=== mem_responder ===
<file path="src/rtl/mem_pkg.sv">
// Shared definitions for the memory responder: state encoding, bus widths
// and the default response latency.
package mem_pkg;

    localparam int WORD_W      = 16;
    localparam int ADDR_W      = 16;
    localparam int DEF_LATENCY = 2;
    localparam int CNT_W       = 4;

    typedef logic [1:0] state_t;

    localparam state_t ST_IDLE = 2'd0;
    localparam state_t ST_BUSY = 2'd1;
    localparam state_t ST_RESP = 2'd2;

endpackage

</file>
<file path="src/rtl/mem_array.sv">
// Single-port synchronous RAM with a registered read port that holds its
// value until the next read; only the read register is cleared by reset.
module mem_array #(
    parameter int DATA_W    = 16,
    parameter int ADDR_BITS = 8
) (
    input  logic                 Clk,
    input  logic                 Reset,
    input  logic                 en,
    input  logic                 we,
    input  logic [ADDR_BITS-1:0] addr,
    input  logic [DATA_W-1:0]    wdata,
    output logic [DATA_W-1:0]    rdata
);

    logic [DATA_W-1:0] mem [2**ADDR_BITS];

    always_ff @(posedge Clk) begin
        if (en && we) begin
            mem[addr] <= wdata;
        end
    end

    always_ff @(posedge Clk or posedge Reset) begin
        if (Reset) begin
            rdata <= '0;
        end else if (en && !we) begin
            rdata <= mem[addr];
        end
    end

endmodule

</file>
<file path="src/rtl/mem_responder.sv">
// Memory-side responder: accepts one read or write strobe at a time, waits
// LATENCY cycles, then performs the access and pulses memReady (and busErr).
module mem_responder
    import mem_pkg::*;
#(
    parameter int LATENCY   = DEF_LATENCY,
    parameter int ADDR_BITS = 8,
    parameter int DATA_W    = 16
) (
    input  logic                 Clk,
    input  logic                 Reset,
    input  logic                 MemRead,
    input  logic                 MemWrite,
    input  logic [ADDR_W-1:0]    addr,
    input  logic [DATA_W-1:0]    wdata,
    output logic [DATA_W-1:0]    rdata,
    output logic                 memReady,
    output logic                 busErr
);

    state_t               state;
    logic [CNT_W-1:0]     cnt;
    logic                 err;
    logic [ADDR_BITS-1:0] lat_addr;
    logic [DATA_W-1:0]    lat_wdata;
    logic                 lat_we;
    logic                 single_req;
    logic                 dual_req;
    logic                 arr_en;

    function automatic logic addr_oob(input logic [ADDR_W-1:0] a);
        return (a >> ADDR_BITS) != '0;
    endfunction

    assign single_req = MemRead ^ MemWrite;
    assign dual_req   = MemRead & MemWrite;

    always_ff @(posedge Clk or posedge Reset) begin
        if (Reset) begin
            state <= ST_IDLE;
            cnt   <= '0;
            err   <= 1'b0;
        end else begin
            case (state)
                ST_IDLE: begin
                    if (single_req) begin
                        state <= ST_BUSY;
                        cnt   <= CNT_W'(LATENCY);
                        err   <= addr_oob(addr);
                    end else if (dual_req) begin
                        state <= ST_RESP;
                        err   <= 1'b1;
                    end
                end
                ST_BUSY: begin
                    if (cnt == '0) begin
                        state <= ST_RESP;
                    end else begin
                        cnt <= cnt - CNT_W'(1);
                    end
                end
                ST_RESP: state <= ST_IDLE;
                default: state <= ST_IDLE;
            endcase
        end
    end

    // Request capture: only updated when IDLE accepts a single strobe
    always_ff @(posedge Clk) begin
        if (state == ST_IDLE && single_req) begin
            lat_addr  <= addr[ADDR_BITS-1:0];
            lat_wdata <= wdata;
            lat_we    <= MemWrite;
        end
    end

    // The array is touched only on the BUSY->RESP edge of an error-free access
    assign arr_en   = (state == ST_BUSY) && (cnt == '0) && !err;
    assign memReady = (state == ST_RESP);
    assign busErr   = (state == ST_RESP) && err;

    mem_array #(
        .DATA_W    (DATA_W),
        .ADDR_BITS (ADDR_BITS)
    ) u_array (
        .Clk   (Clk),
        .Reset (Reset),
        .en    (arr_en),
        .we    (lat_we),
        .addr  (lat_addr),
        .wdata (lat_wdata),
        .rdata (rdata)
    );

endmodule

</file>
<file path="config.mk">
export PLATFORM = sky130hd
export DESIGN_NAME = mem_responder
export DESIGN_NICKNAME = d
export VERILOG_FILES = /design/src/rtl/mem_pkg.sv /design/src/rtl/mem_array.sv /design/src/rtl/mem_responder.sv
export SDC_FILE = /design/constraint.sdc
export NUM_CORES = 2
export LEC_CHECK = 0
export CELL_PAD_IN_SITES_DETAIL_PLACEMENT = 0
export CELL_PAD_IN_SITES_GLOBAL_PLACEMENT = 2
export CORE_MARGIN = 3
export CORE_UTILIZATION = 50
export DETAILED_ROUTE_END_ITERATION = 7
export PLACE_DENSITY = 0.83
export SETUP_SLACK_MARGIN = 0.5
export SYNTH_ARGS = -nofsm -noshare
export SYNTH_HDL_FRONTEND = slang
export SYNTH_SLANG_ARGS = --single-unit
</file>
<file path="constraint.sdc">
create_clock -name Clk -period 5.2 [get_ports Clk]
set_clock_uncertainty 0.05 [all_clocks]
set_input_delay 0.78 -clock Clk [delete_from_list [all_inputs] [get_ports Clk]]
set_output_delay 0.78 -clock Clk [all_outputs]
set_load 0.01 [all_outputs]
</file>
Fig. 1: mem_responder, M1 wires
Drawn at 1 px/µm. Supply wires on this layer in grey. Cells faint in the background.
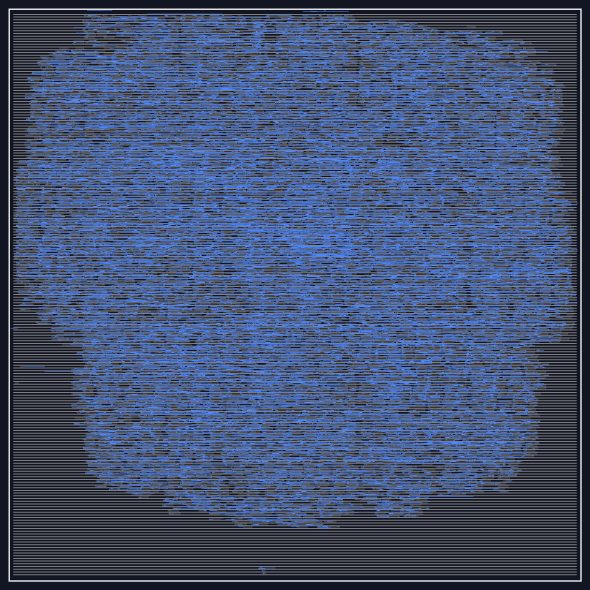
longest straight run: 171 µm
share of all routed wire: 38%
wire length on this layer: 163 mm
total wire length: 429 mm
M1 GR Usage: 0.373
Vias: 79900

==> reports/qor.yml <==
crit_chain: "nor2b_4 > nand2_1 > o22ai_1 > nor3_1 > o22ai_1 > nor3_1 > o32a_1"
coreArea_um2: 316000
wl_per_cell_um: 35.1
synthArstFlopShare: 0.00555
die_w_um: 570
drc: 0
status: "completed"
rsz0062_at_grt: "false"
drt_first_pass_iters: 6
die_h_um: 570
topCombFamilyByArea: "multiplexers"
cp_max_fo: 17
ys_chip_area_um2: 159000
fin_crit_sh: 0.871
compound_area_frac: 0.0229
wl_met1_mm: 163
Fig. 2: mem_responder, the metal 3 layer
Drawn at 1 px/µm. Cells faint in the background.
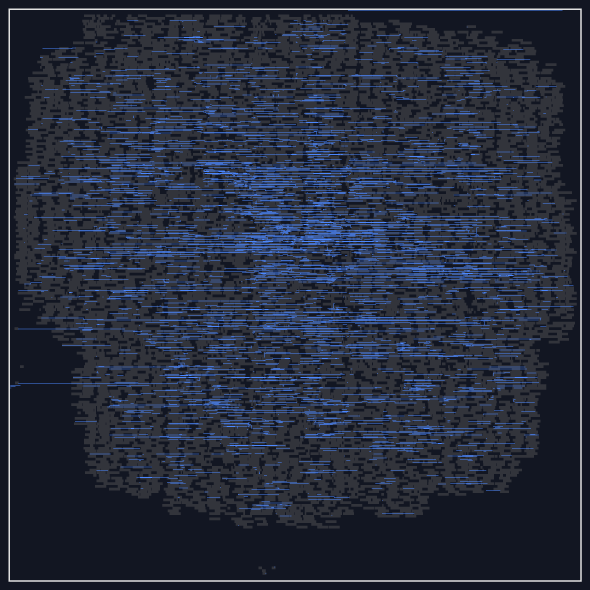
share of all routed wire: 11%
wire length on this layer: 45.5 mm
met3 Usage GRT: 0.0563

## power by group through the flow
stage | logic, mW | clock network, mW | registers (mW)
after floorplan | 5.99 | 0 | 40.3
after detailed placement | 11.7 | 0 | 39.2
after global routing | 12.2 | 30.3 | 38.5
after CTS | 11.7 | 29.0 | 38.5
final | 11.7 | 28.7 | 38.5
after global placement | 11.5 | 0 | 39.2
## cell type report
class                      instances  share of cell area
clock buffer                     498              0.0582
tap                             4160              0.0288
inverter                          14            0.000353
antenna                            7           0.0000970
clock inverter                   235              0.0136
multi-input combinational       2622               0.182
sequential                      4144               0.688
timing repair buffer             562              0.0283
## cell families (layout without fill, tap and decap cells)
| family | Yosys count | count (layout) |
|---|---|---|
| buffers and inverters | 435 | 1309 |
| other | 0 | 7 |
| adder cells (fa/ha/maj) | 3 | 3 |
| flip-flops | 4144 | 4144 |
| multiplexers | 1319 | 1319 |
| AND/OR/NAND/NOR | 803 | 803 |
| XOR/XNOR | 2 | 2 |
| AND-OR/OR-AND | 495 | 495 |
## worst register-to-register path: stages (launching register included)
cell	delay [ps]
edfxtp_1	960
nor2b_4	1030
nand2_1	500
o22ai_1	330
nor3_1	100
o22ai_1	730
nor3_1	300
o32a_1	420

=== mul_div_unit_flat ===
Fig. 3: mul_div_unit_flat, routing congestion
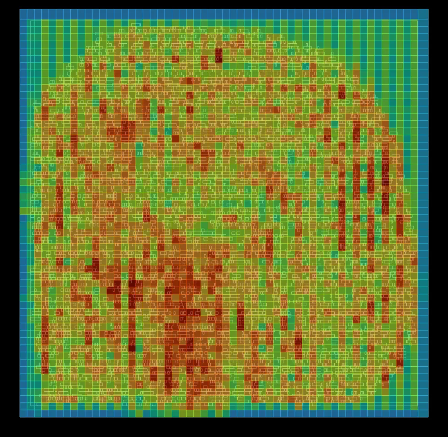
File: src/rtl/mul_div_unit_if.sv
// EX-stage RV32M request/response bundle.
// Pipeline side is master, the execute unit is slave.
interface mul_div_unit_if #(
  parameter int XLEN = 32
);
  logic            startE;
  logic            flushE;
  logic [2:0]      funct3E;
  logic [XLEN-1:0] srcAE;
  logic [XLEN-1:0] srcBE;
  logic            stallMD;
  logic            doneMD;
  logic [XLEN-1:0] resultMD;

  modport master (
    output startE, flushE, funct3E,
    output srcAE, srcBE,
    input  stallMD, doneMD, resultMD
  );

  modport slave (
    input  startE, flushE, funct3E,
    input  srcAE, srcBE,
    output stallMD, doneMD, resultMD
  );
endinterface

File: src/rtl/mul_div_unit.sv
// Multi-cycle RV32M execute unit: 1-cycle multiply,
// restoring divide one bit per cycle, stalls F/D/E.
module mul_div_unit #(
  parameter int XLEN = 32
) (
  input logic         clk,
  input logic         rst_n,
  mul_div_unit_if.slave md
);
  localparam int CW = $clog2(XLEN);
  localparam logic [XLEN-1:0] MINV =
    {1'b1, {(XLEN-1){1'b0}}};

  typedef enum logic [1:0] {
    IDLE, MUL, DIV, DONE
  } state_t;

  state_t state, nextState;

  logic [CW-1:0]   cnt;
  logic [2:0]      f3Q;
  logic [XLEN-1:0] opA;
  logic [XLEN-1:0] opB;
  logic [XLEN-1:0] rem;
  logic [XLEN-1:0] quo;
  logic [XLEN-1:0] res;
  logic            negQ;
  logic            negR;

  logic            launch;
  logic            isDiv;
  logic            sgnOp;
  logic            divZero;
  logic            divOvf;
  logic            busy;
  logic [XLEN-1:0] absA;
  logic [XLEN-1:0] absB;
  logic [XLEN-1:0] special;

  assign launch = (state == IDLE)
                & md.startE & ~md.flushE;
  assign isDiv   = md.funct3E[2];
  assign sgnOp   = ~md.funct3E[0];
  assign divZero = (md.srcBE == '0);
  assign divOvf  = sgnOp
                 & (md.srcAE == MINV)
                 & (md.srcBE == '1);

  assign absA = (sgnOp & md.srcAE[XLEN-1])
              ? -md.srcAE : md.srcAE;
  assign absB = (sgnOp & md.srcBE[XLEN-1])
              ? -md.srcBE : md.srcBE;

  always_comb begin
    special = '0;
    unique case (1'b1)
      divZero & md.funct3E[1]:  special = md.srcAE;
      divZero & ~md.funct3E[1]: special = '1;
      ~divZero & ~md.funct3E[1]: special = MINV;
      default:                  special = '0;
    endcase
  end

  logic            aSgn;
  logic            bSgn;
  logic [2*XLEN-1:0] aExt;
  logic [2*XLEN-1:0] bExt;
  logic [2*XLEN-1:0] prod;
  logic [XLEN-1:0] mulRes;

  assign aSgn = f3Q[1] ^ f3Q[0];
  assign bSgn = (f3Q[1:0] == 2'b01);
  assign aExt = {{XLEN{aSgn & opA[XLEN-1]}}, opA};
  assign bExt = {{XLEN{bSgn & opB[XLEN-1]}}, opB};
  assign prod = aExt * bExt;
  assign mulRes = (f3Q[1:0] == 2'b00)
                ? prod[XLEN-1:0]
                : prod[2*XLEN-1:XLEN];

  // rem < divisor always, so one extra bit holds the trial result
  logic [XLEN:0]   remSh;
  logic [XLEN:0]   diff;
  logic [XLEN-1:0] remNx;
  logic [XLEN-1:0] quoNx;
  logic [XLEN-1:0] divRes;

  assign remSh = {rem, quo[XLEN-1]};
  assign diff  = remSh - {1'b0, opB};
  assign remNx = diff[XLEN] ? remSh[XLEN-1:0]
                            : diff[XLEN-1:0];
  assign quoNx = {quo[XLEN-2:0], ~diff[XLEN]};
  assign divRes = f3Q[1]
                ? (negR ? -remNx : remNx)
                : (negQ ? -quoNx : quoNx);

  always_ff @(posedge clk or negedge rst_n) begin
    if (!rst_n) state <= IDLE;
    else        state <= nextState;
  end

  always_comb begin
    nextState = state;
    unique case (state)
      IDLE: begin
        if (launch) begin
          if (!isDiv)
            nextState = MUL;
          else if (divZero | divOvf)
            nextState = DONE;
          else
            nextState = DIV;
        end
      end
      MUL: begin
        nextState = md.flushE ? IDLE : DONE;
      end
      DIV: begin
        if (md.flushE)
          nextState = IDLE;
        else if (cnt == '0)
          nextState = DONE;
      end
      DONE: nextState = IDLE;
      default: nextState = IDLE;
    endcase
  end

  always_ff @(posedge clk or negedge rst_n) begin
    if (!rst_n) begin
      cnt  <= '0;
      f3Q  <= '0;
      opA  <= '0;
      opB  <= '0;
      rem  <= '0;
      quo  <= '0;
      res  <= '0;
      negQ <= 1'b0;
      negR <= 1'b0;
    end else begin
      unique case (state)
        IDLE: begin
          if (launch) begin
            f3Q <= md.funct3E;
            if (!isDiv) begin
              opA <= md.srcAE;
              opB <= md.srcBE;
            end else if (divZero | divOvf) begin
              res <= special;
            end else begin
              quo  <= absA;
              opB  <= absB;
              rem  <= '0;
              negQ <= sgnOp
                    & (md.srcAE[XLEN-1]
                    ^ md.srcBE[XLEN-1]);
              negR <= sgnOp & md.srcAE[XLEN-1];
              cnt  <= CW'(XLEN-1);
            end
          end
        end
        MUL: begin
          if (!md.flushE) res <= mulRes;
        end
        DIV: begin
          if (!md.flushE) begin
            rem <= remNx;
            quo <= quoNx;
            if (cnt == '0) res <= divRes;
            else           cnt <= cnt - 1'b1;
          end
        end
        default: ;
      endcase
    end
  end

  assign busy = (state == MUL) | (state == DIV);

  // gated by rst_n so a held startE cannot stall during reset
  assign md.stallMD  = rst_n
                     & (launch | (busy & ~md.flushE));
  assign md.doneMD   = (state == DONE);
  assign md.resultMD = res;
endmodule

File: src/flat_wrapper.sv
// flat-port wrapper written by rule: the top's interface ports become plain ports
module mul_div_unit_flat 
#(
  parameter int XLEN = 32
)
  (clk, rst_n, md_startE, md_flushE, md_funct3E, md_srcAE, md_srcBE, md_stallMD, md_doneMD, md_resultMD);
  mul_div_unit_if #(.XLEN(XLEN)) md_i ();
  input logic clk;
  input logic rst_n;
  input wire logic [$bits(md_i.startE)-1:0] md_startE;
  input wire logic [$bits(md_i.flushE)-1:0] md_flushE;
  input wire logic [$bits(md_i.funct3E)-1:0] md_funct3E;
  input wire logic [$bits(md_i.srcAE)-1:0] md_srcAE;
  input wire logic [$bits(md_i.srcBE)-1:0] md_srcBE;
  output wire logic [$bits(md_i.stallMD)-1:0] md_stallMD;
  output wire logic [$bits(md_i.doneMD)-1:0] md_doneMD;
  output wire logic [$bits(md_i.resultMD)-1:0] md_resultMD;
  assign md_i.startE = md_startE;
  assign md_i.flushE = md_flushE;
  assign md_i.funct3E = md_funct3E;
  assign md_i.srcAE = md_srcAE;
  assign md_i.srcBE = md_srcBE;
  assign md_stallMD = md_i.stallMD;
  assign md_doneMD = md_i.doneMD;
  assign md_resultMD = md_i.resultMD;
  mul_div_unit #(.XLEN(XLEN)) u_core (.clk(clk), .rst_n(rst_n), .md(md_i));
endmodule
File: config.mk
export PLATFORM = sky130hd
export DESIGN_NAME = mul_div_unit_flat
export DESIGN_NICKNAME = d
export VERILOG_FILES = /design/src/rtl/mul_div_unit_if.sv /design/src/rtl/mul_div_unit.sv /design/src/flat_wrapper.sv
export SDC_FILE = /design/constraint.sdc
export NUM_CORES = 2
export LEC_CHECK = 0
export CAP_MARGIN = 20
export CORE_MARGIN = 10
export CORE_UTILIZATION = 38
export CTS_CLUSTER_DIAMETER = 200
export CTS_CLUSTER_SIZE = 8
export DETAILED_ROUTE_END_ITERATION = 12
export PLACE_DENSITY_LB_ADDON = 0.05
export SYNTH_ARGS = -nofsm -noshare
export SYNTH_HDL_FRONTEND = slang
export SYNTH_SLANG_ARGS = --single-unit
File: constraint.sdc
create_clock -name clk -period 12.25 [get_ports clk]
set_input_delay 3.675 -clock clk [delete_from_list [all_inputs] [get_ports clk]]
set_output_delay 3.675 -clock clk [all_outputs]
set_load 0.05 [all_outputs]
==> reports/qor.yml <==
status: "completed"
worst_slack_ps: 1750
yosysTopAreaCell: "fa_1"
rsz0062_at_grt: "false"
met3WireLength_mm: 5.62
cp.depth: 32
common_cells: "1261 x inv_1, 1126 x fa_1, 1040 x nand2_1"
hp-class: "register to register"
worstPathRequired_ps: 12690
ant_nets: 0
buffers_excl_clock: 197
chip_area_um2: 152000
wl_met1_mm: 76.5
worst-r2r-cell-count: 32
clock_area_frac: 0.0108
cp_max_fo: 34
skew_ps: 16.0
startpoint_type: "register"
nWellTaps: 1781
cts.sinks: 171
drt_first_pass_iters: 7
grt_max_degree: 82
synth_flops: 171
drv_slew: 0
dp_slack_ps: 1860
die_h_um: 389
synth_top_flop_cell: "dfrtp_1"
highest_layer: "met4"
dp_hpwl_mm: 140
critical_path.slowest_cell: "fa_1"
grt_pass1_wl_mm: 267
warning_count: 33
rrSetupSlack_ps: 1750
r2r-start: "u_core.f3Q[1]"
netlist_area_um2: 51800
clockRootBuffer: "clkbuf_16"
grt-ovfl-total: 0
## Picture notes: Fig. 3
Overall Global Routing Usage: 0.228
Final Util: 0.407
met3 Usage GRT: 0.0182
grt peak-use layer: met2

==> placed cells by master, fill, tap and decap left out, types with 9 or more instances in the layout <==
cell / instances
clkbuf_16: 17
nand2_1: 1040
a31oi_1: 24
dfrtp_2: 10
a21o_1: 48
nor2_1: 182
mux2_2: 38
a211oi_1: 29
nand2b_1: 23
fa_1: 1126
o41ai_1: 12
o31ai_1: 50
buf_4: 92
o21ai_1: 23
a221oi_1: 18
nor4_1: 14
o21a_1: 17
or2_2: 13
o21bai_1: 11
xnor2_1: 103
mux2i_1: 19
a21oi_1: 194
clkdlybuf4s50_1: 103
a211o_1: 11
dfrtp_1: 161
nand4_1: 31
ha_1: 257
o211ai_1: 17
or3_1: 24
o21ai_0: 197
o221ai_1: 13
or4_1: 14
xor2_1: 102
a221o_1: 9
nor3_1: 33
and3_1: 37
nor2b_1: 22
inv_1: 1261
and2_1: 271
nand3_1: 45
==> kinds of logic (layout without fill, tap and decap cells) <==
group | Yosys count | in the layout
mux | 58 | 58
simple gates | 1795 | 1795
compound gates | 773 | 773
fa+ha+maj | 1384 | 1384
flops | 171 | 171
buf+inv | 1600 | 1493
other cells | 0 | 2
xor+xnor | 205 | 205

=== vedic16_seq_ctrl ===
Fig. 4: vedic16_seq_ctrl, M1 wires
Drawn at 3 px/µm. Supply wires on this layer in grey. Cells faint in the background.
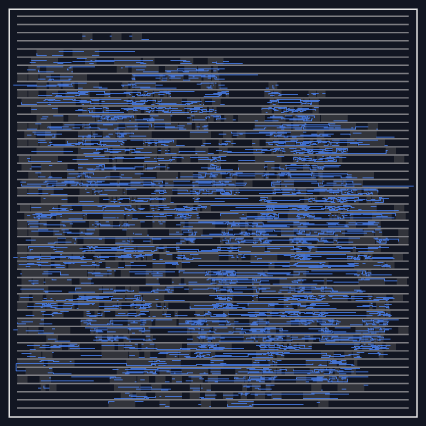
[config.mk]
export PLATFORM = sky130hd
export DESIGN_NAME = vedic16_seq_ctrl
export DESIGN_NICKNAME = d
export VERILOG_FILES = /design/src/rtl/vedic_pkg.sv /design/src/rtl/vedic8x8.sv /design/src/rtl/vedic16_seq_ctrl.sv
export SDC_FILE = /design/constraint.sdc
export NUM_CORES = 1
export LEC_CHECK = 0
export CAP_MARGIN = 0
export CELL_PAD_IN_SITES_DETAIL_PLACEMENT = 0
export CELL_PAD_IN_SITES_GLOBAL_PLACEMENT = 2
export CORE_MARGIN = 2
export CORE_UTILIZATION = 40
export CTS_CLUSTER_SIZE = 30
export DETAILED_ROUTE_END_ITERATION = 16
export PLACE_DENSITY = 0.93
export SYNTH_ARGS = -nofsm -noshare
export SYNTH_HDL_FRONTEND = slang
export SYNTH_HIERARCHICAL = 1
export SYNTH_SLANG_ARGS = --single-unit
export TNS_END_PERCENT = 5
[constraint.sdc]
create_clock -name clk -period 13 [get_ports clk]
set_clock_uncertainty 0.2 [all_clocks]
set_input_delay 3.25 -clock clk [delete_from_list [all_inputs] [get_ports clk]]
set_output_delay 3.25 -clock clk [all_outputs]
set_load 0.01 [all_outputs]
[src/rtl/vedic_pkg.sv]
// rtl/vedic_pkg.sv - shared widths and sequencer state encoding for the Vedic multiplier family
package vedic_pkg;

  localparam int VEDIC_OP_W   = 16;
  localparam int VEDIC_HALF_W = 8;
  localparam int VEDIC_RES_W  = 32;

  typedef enum logic [2:0] {
    IDLE,
    PP0,
    PP1,
    PP2,
    PP3,
    DONE
  } vseq_state_t;

endpackage

[src/rtl/vedic8x8.sv]
// rtl/vedic8x8.sv - combinational 8x8 unsigned multiplier built from four 4x4 crosswise products
module vedic8x8 (
  input  logic [7:0]  a_i,
  input  logic [7:0]  b_i,
  output logic [15:0] p_o
);

  logic [7:0]  ll, hl, lh, hh;
  logic [15:0] mid;

  assign ll  = {4'b0, a_i[3:0]} * {4'b0, b_i[3:0]};
  assign hl  = {4'b0, a_i[7:4]} * {4'b0, b_i[3:0]};
  assign lh  = {4'b0, a_i[3:0]} * {4'b0, b_i[7:4]};
  assign hh  = {4'b0, a_i[7:4]} * {4'b0, b_i[7:4]};

  // Crosswise terms sum to at most 9 bits, so the 12-bit slice is lossless.
  assign mid = {8'b0, hl} + {8'b0, lh};
  assign p_o = {hh, ll} + {mid[11:0], 4'b0};

endmodule

[src/rtl/vedic16_seq_ctrl.sv]
// rtl/vedic16_seq_ctrl.sv - 16x16 multiply over four shared-8x8 cycles; VEDIC16_SEQ_EARLY_ZERO_EN skips zero operands
module vedic16_seq_ctrl
  import vedic_pkg::*;
(
  input  logic                   clk,
  input  logic                   rst_n,
  input  logic                   in_valid,
  output logic                   in_ready,
  input  logic [VEDIC_OP_W-1:0]  a,
  input  logic [VEDIC_OP_W-1:0]  b,
  output logic                   out_valid,
  input  logic                   out_ready,
  output logic [VEDIC_RES_W-1:0] product,
  output logic                   busy
);

  vseq_state_t             state_q, state_d;
  logic [VEDIC_OP_W-1:0]   a_q, a_d, b_q, b_d;
  logic [VEDIC_RES_W-1:0]  acc_q, acc_d;
  logic [VEDIC_HALF_W-1:0] mul_a, mul_b;
  logic [2*VEDIC_HALF_W-1:0] pp;
  logic                    accept;

  always_comb begin
    mul_a = a_q[VEDIC_HALF_W-1:0];
    mul_b = b_q[VEDIC_HALF_W-1:0];
    case (state_q)
      PP1: mul_a = a_q[VEDIC_OP_W-1:VEDIC_HALF_W];
      PP2: mul_b = b_q[VEDIC_OP_W-1:VEDIC_HALF_W];
      PP3: begin
        mul_a = a_q[VEDIC_OP_W-1:VEDIC_HALF_W];
        mul_b = b_q[VEDIC_OP_W-1:VEDIC_HALF_W];
      end
      default: ;
    endcase
  end

  vedic8x8 u_mul (
    .a_i (mul_a),
    .b_i (mul_b),
    .p_o (pp)
  );

  assign in_ready  = (state_q == IDLE) || ((state_q == DONE) && out_ready);
  assign accept    = in_valid && in_ready;
  assign out_valid = (state_q == DONE);
  assign busy      = (state_q != IDLE);
  assign product   = acc_q;

  always_comb begin
    state_d = state_q;
    a_d     = a_q;
    b_d     = b_q;
    acc_d   = acc_q;
    if (accept) begin
      a_d = a;
      b_d = b;
    end
    case (state_q)
      IDLE, DONE: begin
        if (accept) begin
          state_d = PP0;
`ifdef VEDIC16_SEQ_EARLY_ZERO_EN
          if ((a == '0) || (b == '0)) begin
            state_d = DONE;
            acc_d   = '0;
          end
`endif
        end else if ((state_q == DONE) && out_ready) begin
          state_d = IDLE;
        end
      end
      PP0: begin
        acc_d   = {16'b0, pp};
        state_d = PP1;
      end
      PP1: begin
        acc_d   = acc_q + {8'b0, pp, 8'b0};
        state_d = PP2;
      end
      PP2: begin
        acc_d   = acc_q + {8'b0, pp, 8'b0};
        state_d = PP3;
      end
      PP3: begin
        acc_d   = acc_q + {pp, 16'b0};
        state_d = DONE;
      end
      default: state_d = IDLE;
    endcase
  end

  always_ff @(posedge clk or negedge rst_n) begin
    if (!rst_n) begin
      state_q <= IDLE;
      a_q     <= '0;
      b_q     <= '0;
      acc_q   <= '0;
    end else begin
      state_q <= state_d;
      a_q     <= a_d;
      b_q     <= b_d;
      acc_q   <= acc_d;
    end
  end

endmodule
==> reports/qor.yml <==
status: "completed"
compound_area_frac: 0.170
buffers_excl_clock: 73
area_delta_synth_final_pct: 17.6
edf_count: 0
drive_above_1_share: 0.110
yosys_warnings: 6
postSynthSeqShare: 0.243
crit_family: "adder cells"
synth_top_flop_cell: "dfrtp_1"
warning_count: 26
num_rows: 48
synth_flops: 67
ff_latch_area_um2: 1680
logic_area_um2: 4920
worst-r2r-cell-count: 27
met2_length_mm: 8.62
fp_util: 0.405
path_class: "register to register"
fin_tns_setup_ps: 0
synthesis.nets: 890
clock.fmax_mhz: 104
Notes on Fig. 4 above:
longest straight run: 53.4 µm
share of all routed wire: 45%
nets with wire on the layer: 883
main direction: horizontal
M1 GR Usage: 0.265
total wire length: 17.7 mm
Vias: 5696

[how the worst max path moves through the flow]
| stage | endpoint | depth (start not counted) | slack, ps | start |
|---|---|---|---|---|
| after floorplan | product[28] | 29 | 5470 | state_q[0] |
| after global placement | product[28] | 28 | 3700 | state_q[2] |
| after detailed placement | product[28] | 27 | 3480 | state_q[1] |
| after CTS | product[28] | 27 | 3440 | state_q[1] |
| after global routing | product[28] | 28 | 2910 | state_q[1] |
| final | product[28] | 27 | 3420 | state_q[1] |
[Yosys cell counts, types with 4 or more instances]
cell	count
ha_1	85
nand2_1	70
dfrtp_1	67
inv_1	63
a21oi_1	58
mux2_2	56
and2_1	50
nor2_1	30
fa_1	29
xnor2_1	29
xor2_1	19
a21o_1	18
nand3_1	16
o21ai_0	15
o211ai_1	12
o21bai_1	12
clkbuf_1	9
o22ai_1	7
nand4_1	6
nor2b_1	6
a211oi_1	5
a31oi_1	5
buf_2	5
mux2i_1	5
nand2b_1	4
nor3_1	4
o22a_1	4
[registers in the layout, summed over array words and instances (netlist names)]
signal	count
a_q	16
b_q	16
product	32
state_q	3

=== or_accum16 ===
--- config.mk ---
export PLATFORM = sky130hd
export DESIGN_NAME = or_accum16
export DESIGN_NICKNAME = d
export VERILOG_FILES = /design/src/rtl/or_accum16.sv
export SDC_FILE = /design/constraint.sdc
export NUM_CORES = 1
export LEC_CHECK = 0
export CAP_MARGIN = 10
export CORE_MARGIN = 2
export CORE_UTILIZATION = 32
export CTS_BUF_LIST = sky130_fd_sc_hd__clkbuf_8
export CTS_CLUSTER_DIAMETER = 50
export DETAILED_ROUTE_END_ITERATION = 8
export PLACE_DENSITY = 0.69
export SYNTH_ARGS = -nofsm -noshare
export SYNTH_HDL_FRONTEND = slang
export SYNTH_SLANG_ARGS = --single-unit
--- constraint.sdc ---
create_clock -name clk -period 1.9 [get_ports clk]
set_input_delay 0.285 -clock clk [delete_from_list [all_inputs] [get_ports clk]]
set_output_delay 0.285 -clock clk [all_outputs]
set_load 0.02 [all_outputs]
--- src/rtl/or_accum16.sv ---
// Packet OR accumulator: ORs every word of a packet and presents the result.
// Define OR_ACCUM_COUNT_EN to add the saturating out_count word counter.
module or_accum16 (
    input  logic        clk,
    input  logic        rst_n,
    input  logic        in_valid,
    output logic        in_ready,
    input  logic [15:0] in_data,
    input  logic        in_last,
    output logic        out_valid,
    input  logic        out_ready,
    output logic [15:0] out_data
`ifdef OR_ACCUM_COUNT_EN
    ,
    output logic [15:0] out_count
`endif
);

    typedef enum logic [1:0] {
        IDLE  = 2'd0,
        ACCUM = 2'd1,
        DONE  = 2'd2
    } state_t;

    state_t      state;
    state_t      state_d;
    logic [15:0] acc;
    logic [15:0] acc_d;

    always_ff @(posedge clk) begin
        if (!rst_n) begin
            state <= IDLE;
            acc   <= '0;
        end else begin
            state <= state_d;
            acc   <= acc_d;
        end
    end

    // Handshake outputs depend on state alone, never on in_valid/out_ready.
    always_comb begin
        state_d   = state;
        acc_d     = acc;
        in_ready  = 1'b0;
        out_valid = 1'b0;
        unique case (state)
            IDLE: begin
                in_ready = 1'b1;
                if (in_valid) begin
                    acc_d   = in_data;
                    state_d = in_last ? DONE : ACCUM;
                end
            end
            ACCUM: begin
                in_ready = 1'b1;
                if (in_valid) begin
                    acc_d   = acc | in_data;
                    state_d = in_last ? DONE : ACCUM;
                end
            end
            DONE: begin
                out_valid = 1'b1;
                if (out_ready) begin
                    acc_d   = '0;
                    state_d = IDLE;
                end
            end
            default: begin
                acc_d   = '0;
                state_d = IDLE;
            end
        endcase
    end

    assign out_data = acc;

`ifdef OR_ACCUM_COUNT_EN
    logic [15:0] cnt;
    logic [15:0] cnt_d;

    always_ff @(posedge clk) begin
        if (!rst_n) begin
            cnt <= '0;
        end else begin
            cnt <= cnt_d;
        end
    end

    // First word loads 1; later words count up and stick at 0xFFFF.
    always_comb begin
        cnt_d = cnt;
        unique case (state)
            IDLE: begin
                if (in_valid) begin
                    cnt_d = 16'd1;
                end
            end
            ACCUM: begin
                if (in_valid && (cnt != 16'hFFFF)) begin
                    cnt_d = cnt + 16'd1;
                end
            end
            DONE: begin
                if (out_ready) begin
                    cnt_d = '0;
                end
            end
            default: begin
                cnt_d = '0;
            end
        endcase
    end

    assign out_count = cnt;
`endif

endmodule

Fig. 5: or_accum16, M1 wires
Drawn at 10 px/µm. Supply wires on this layer in grey. Cells faint in the background.
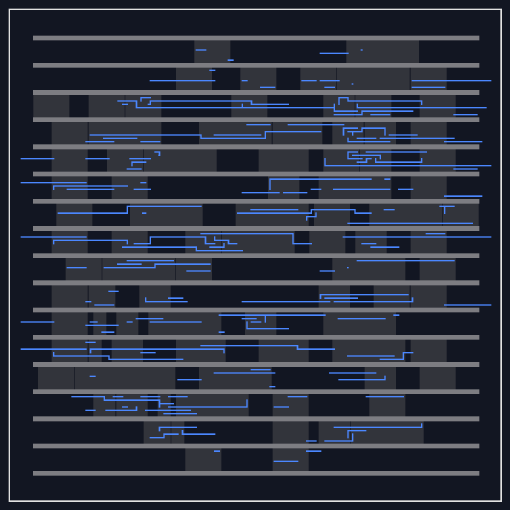
longest straight run: 19.8 µm
nets with wire on the layer: 90
main direction: horizontal
Vias: 545
M1 GR Usage: 0.161
total wire length: 1.49 mm

Fig. 6: or_accum16, metal 2
Drawn at 10 px/µm.
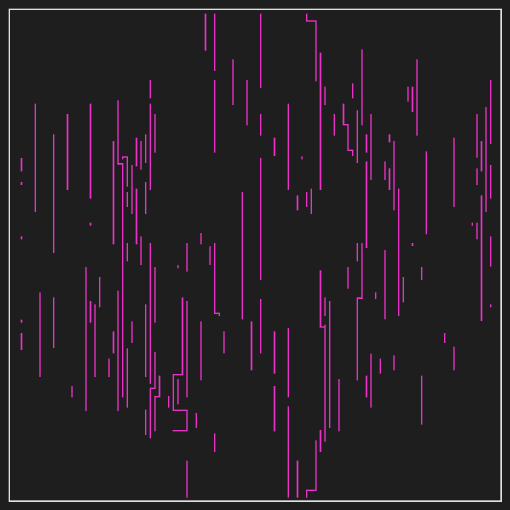
share of all routed wire: 44%
nets with wire on the layer: 102
main direction: vertical
M2 GR Usage: 0.219

## final timing paths
| kind | start | end | slack, ps | depth (start not counted) |
|---|---|---|---|---|
| worst max-delay path | state[1] | out_valid | 160 | 2 |
| worst min-delay path | out_data[9] | out_data[9] | 480 | 1 |
| worst max register to register | state[1] | out_data[13] | 710 | 3 |
| worst min register to register | out_data[9] | out_data[9] | 480 | 1 |
## flip-flops by register name (all words and copies together), names as in the netlist
| name | flops |
|---|---|
| state | 2 |
| out_data | 16 |
## critical path: cells and delay by family, from the launching register on
kind,cells,cell delay (ps)
simple gates,1,210
flops,1,380
buf+inv,1,620
## kinds of logic (layout without fill, tap and decap cells)
group	Yosys count	in the layout	share of synthesized area
AND-OR/OR-AND	18	18	0.283
buffers and inverters	5	43	0.0597
flip-flops	18	18	0.555
AND/OR/NAND/NOR	9	9	0.102
## placed cells by master, fill, tap and decap left out
cell type,instances
nor3b_1,1
o2bb2ai_1,1
nor2_1,1
nor2b_4,1
dfxtp_1,18
a22o_2,6
nand2_1,1
o2bb2ai_4,1
a22o_1,10
and3_1,1
nor2b_2,1
and2_1,1
clkdlybuf4s50_1,38
nand2b_2,1
inv_1,1
and2b_1,1
clkbuf_8,3
inv_2,1
==> reports/qor.yml <==
status: "completed"
ys_chip_area_um2: 649
cts_resized: 0
top_cell_area_share: 0.555
via_per_inst: 4.74
post-cts-setup-buffers: 0
met2_length_um: 654
netlist_area_um2: 649
clock_buffers: 3
drv_cap: 0
drc: 0
startpoint_type: "register"
power_frac_clock: 0.296
drt_first_pass_iters: 4
met3WireLength_um: 144
die_w_um: 49.0
fin_crit_ps: 1740
power_leader: "sequential cells"
chip_area_um2: 2410
fin_area_um2: 1070
sw_frac_of_total: 0.237
area_leaders: "dfxtp_1 55%, a22o_1 13%, a22o_2 9.2%, o2bb2ai_4 4.2%, buf_8 2.3%"
fin_tns_setup_ps: 0
synthDistinctLibCells: 19
antennaDiodeCount: 0
ant_nets: 0
hp-class: "register to register"
pwr-share-seq: 0.493
synthCells: 50
ff_latch_area_um2: 360
synth_flops: 18
yosysTopAreaCell: "dfxtp_1"
crit_chain: "nor2b_4 > clkdlybuf4s50_1"
clk_latency_ps: 240
ioPinCount: 39
track_usage: 0.138
grt_pass1_wl_mm: 2.54
critical_path.slowest_cell: "clkdlybuf4s50_1"
cts_tree: "built"
die_h_um: 49.0
synthMostInstantiatedCell: "dfxtp_1"
postSynthSeqShare: 0.555
instances_no_fill: 115
common_cells: "18 x dfxtp_1, 10 x a22o_1, 6 x a22o_2"
grt_use_met3: 0.0644
dp_hpwl_mm: 1.10
nets: 111
cts_made_buffers: 3
yosys-stat-cells: 50
comb-power_uw: 179
grt_max_degree: 17
powerDensity_nw_per_um2: 791
warning_count: 26
cp_max_fo: 4
max_stage_delay_ps: 620
drt_iter0_drc: 11
drv_slew: 0
fp_util: 0.334
comb_share: 0.233
ctsHoldBuffers: 0
h-tree-depth: 1
finalHoldViolCount: 0
fin_crit_sh: 0.917
skew_ps: 0.702
highest_layer: "met4"
combPwrFrac: 0.211


==> gallery <==
The metal 3 layer.
(a)
Drawn at 12 px/µm. Cells faint in the background.
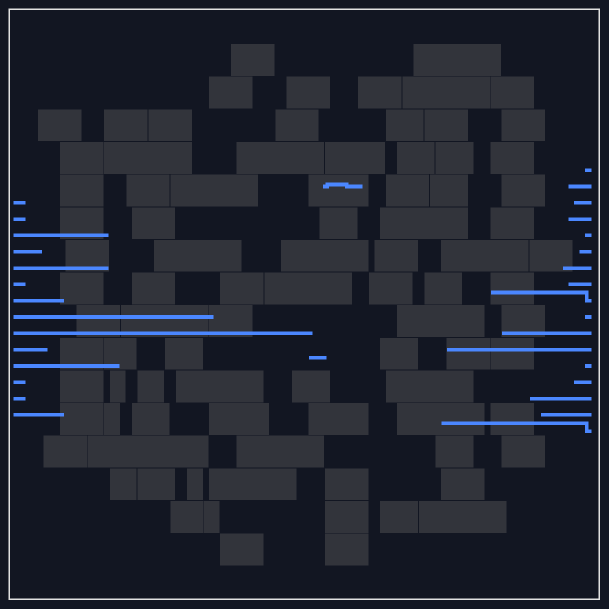
(b)
Drawn at 1.5 px/µm. Cells faint in the background.
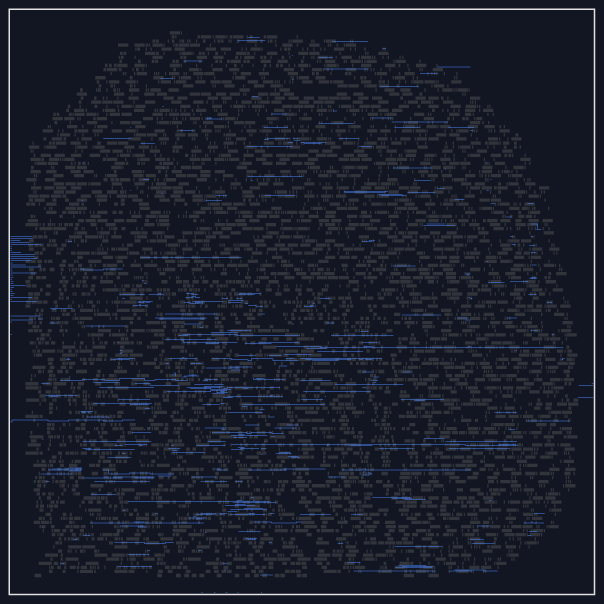
(c)
Drawn at 4 px/µm. Cells faint in the background.
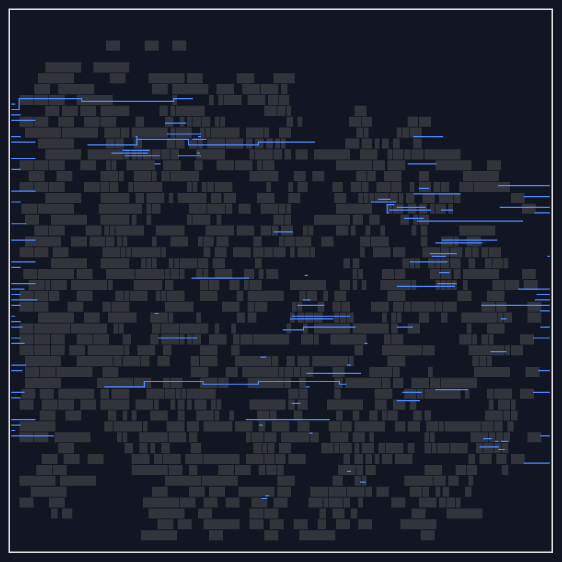
- largest die: (b)
- smallest die: (a)
| picture | from |
|---|---|
| (b) | mul_div_unit_flat |
| (a) | or_accum16 |
| (c) | vedic16_seq_ctrl |

Power is estimated from default activity; no workload was simulated.
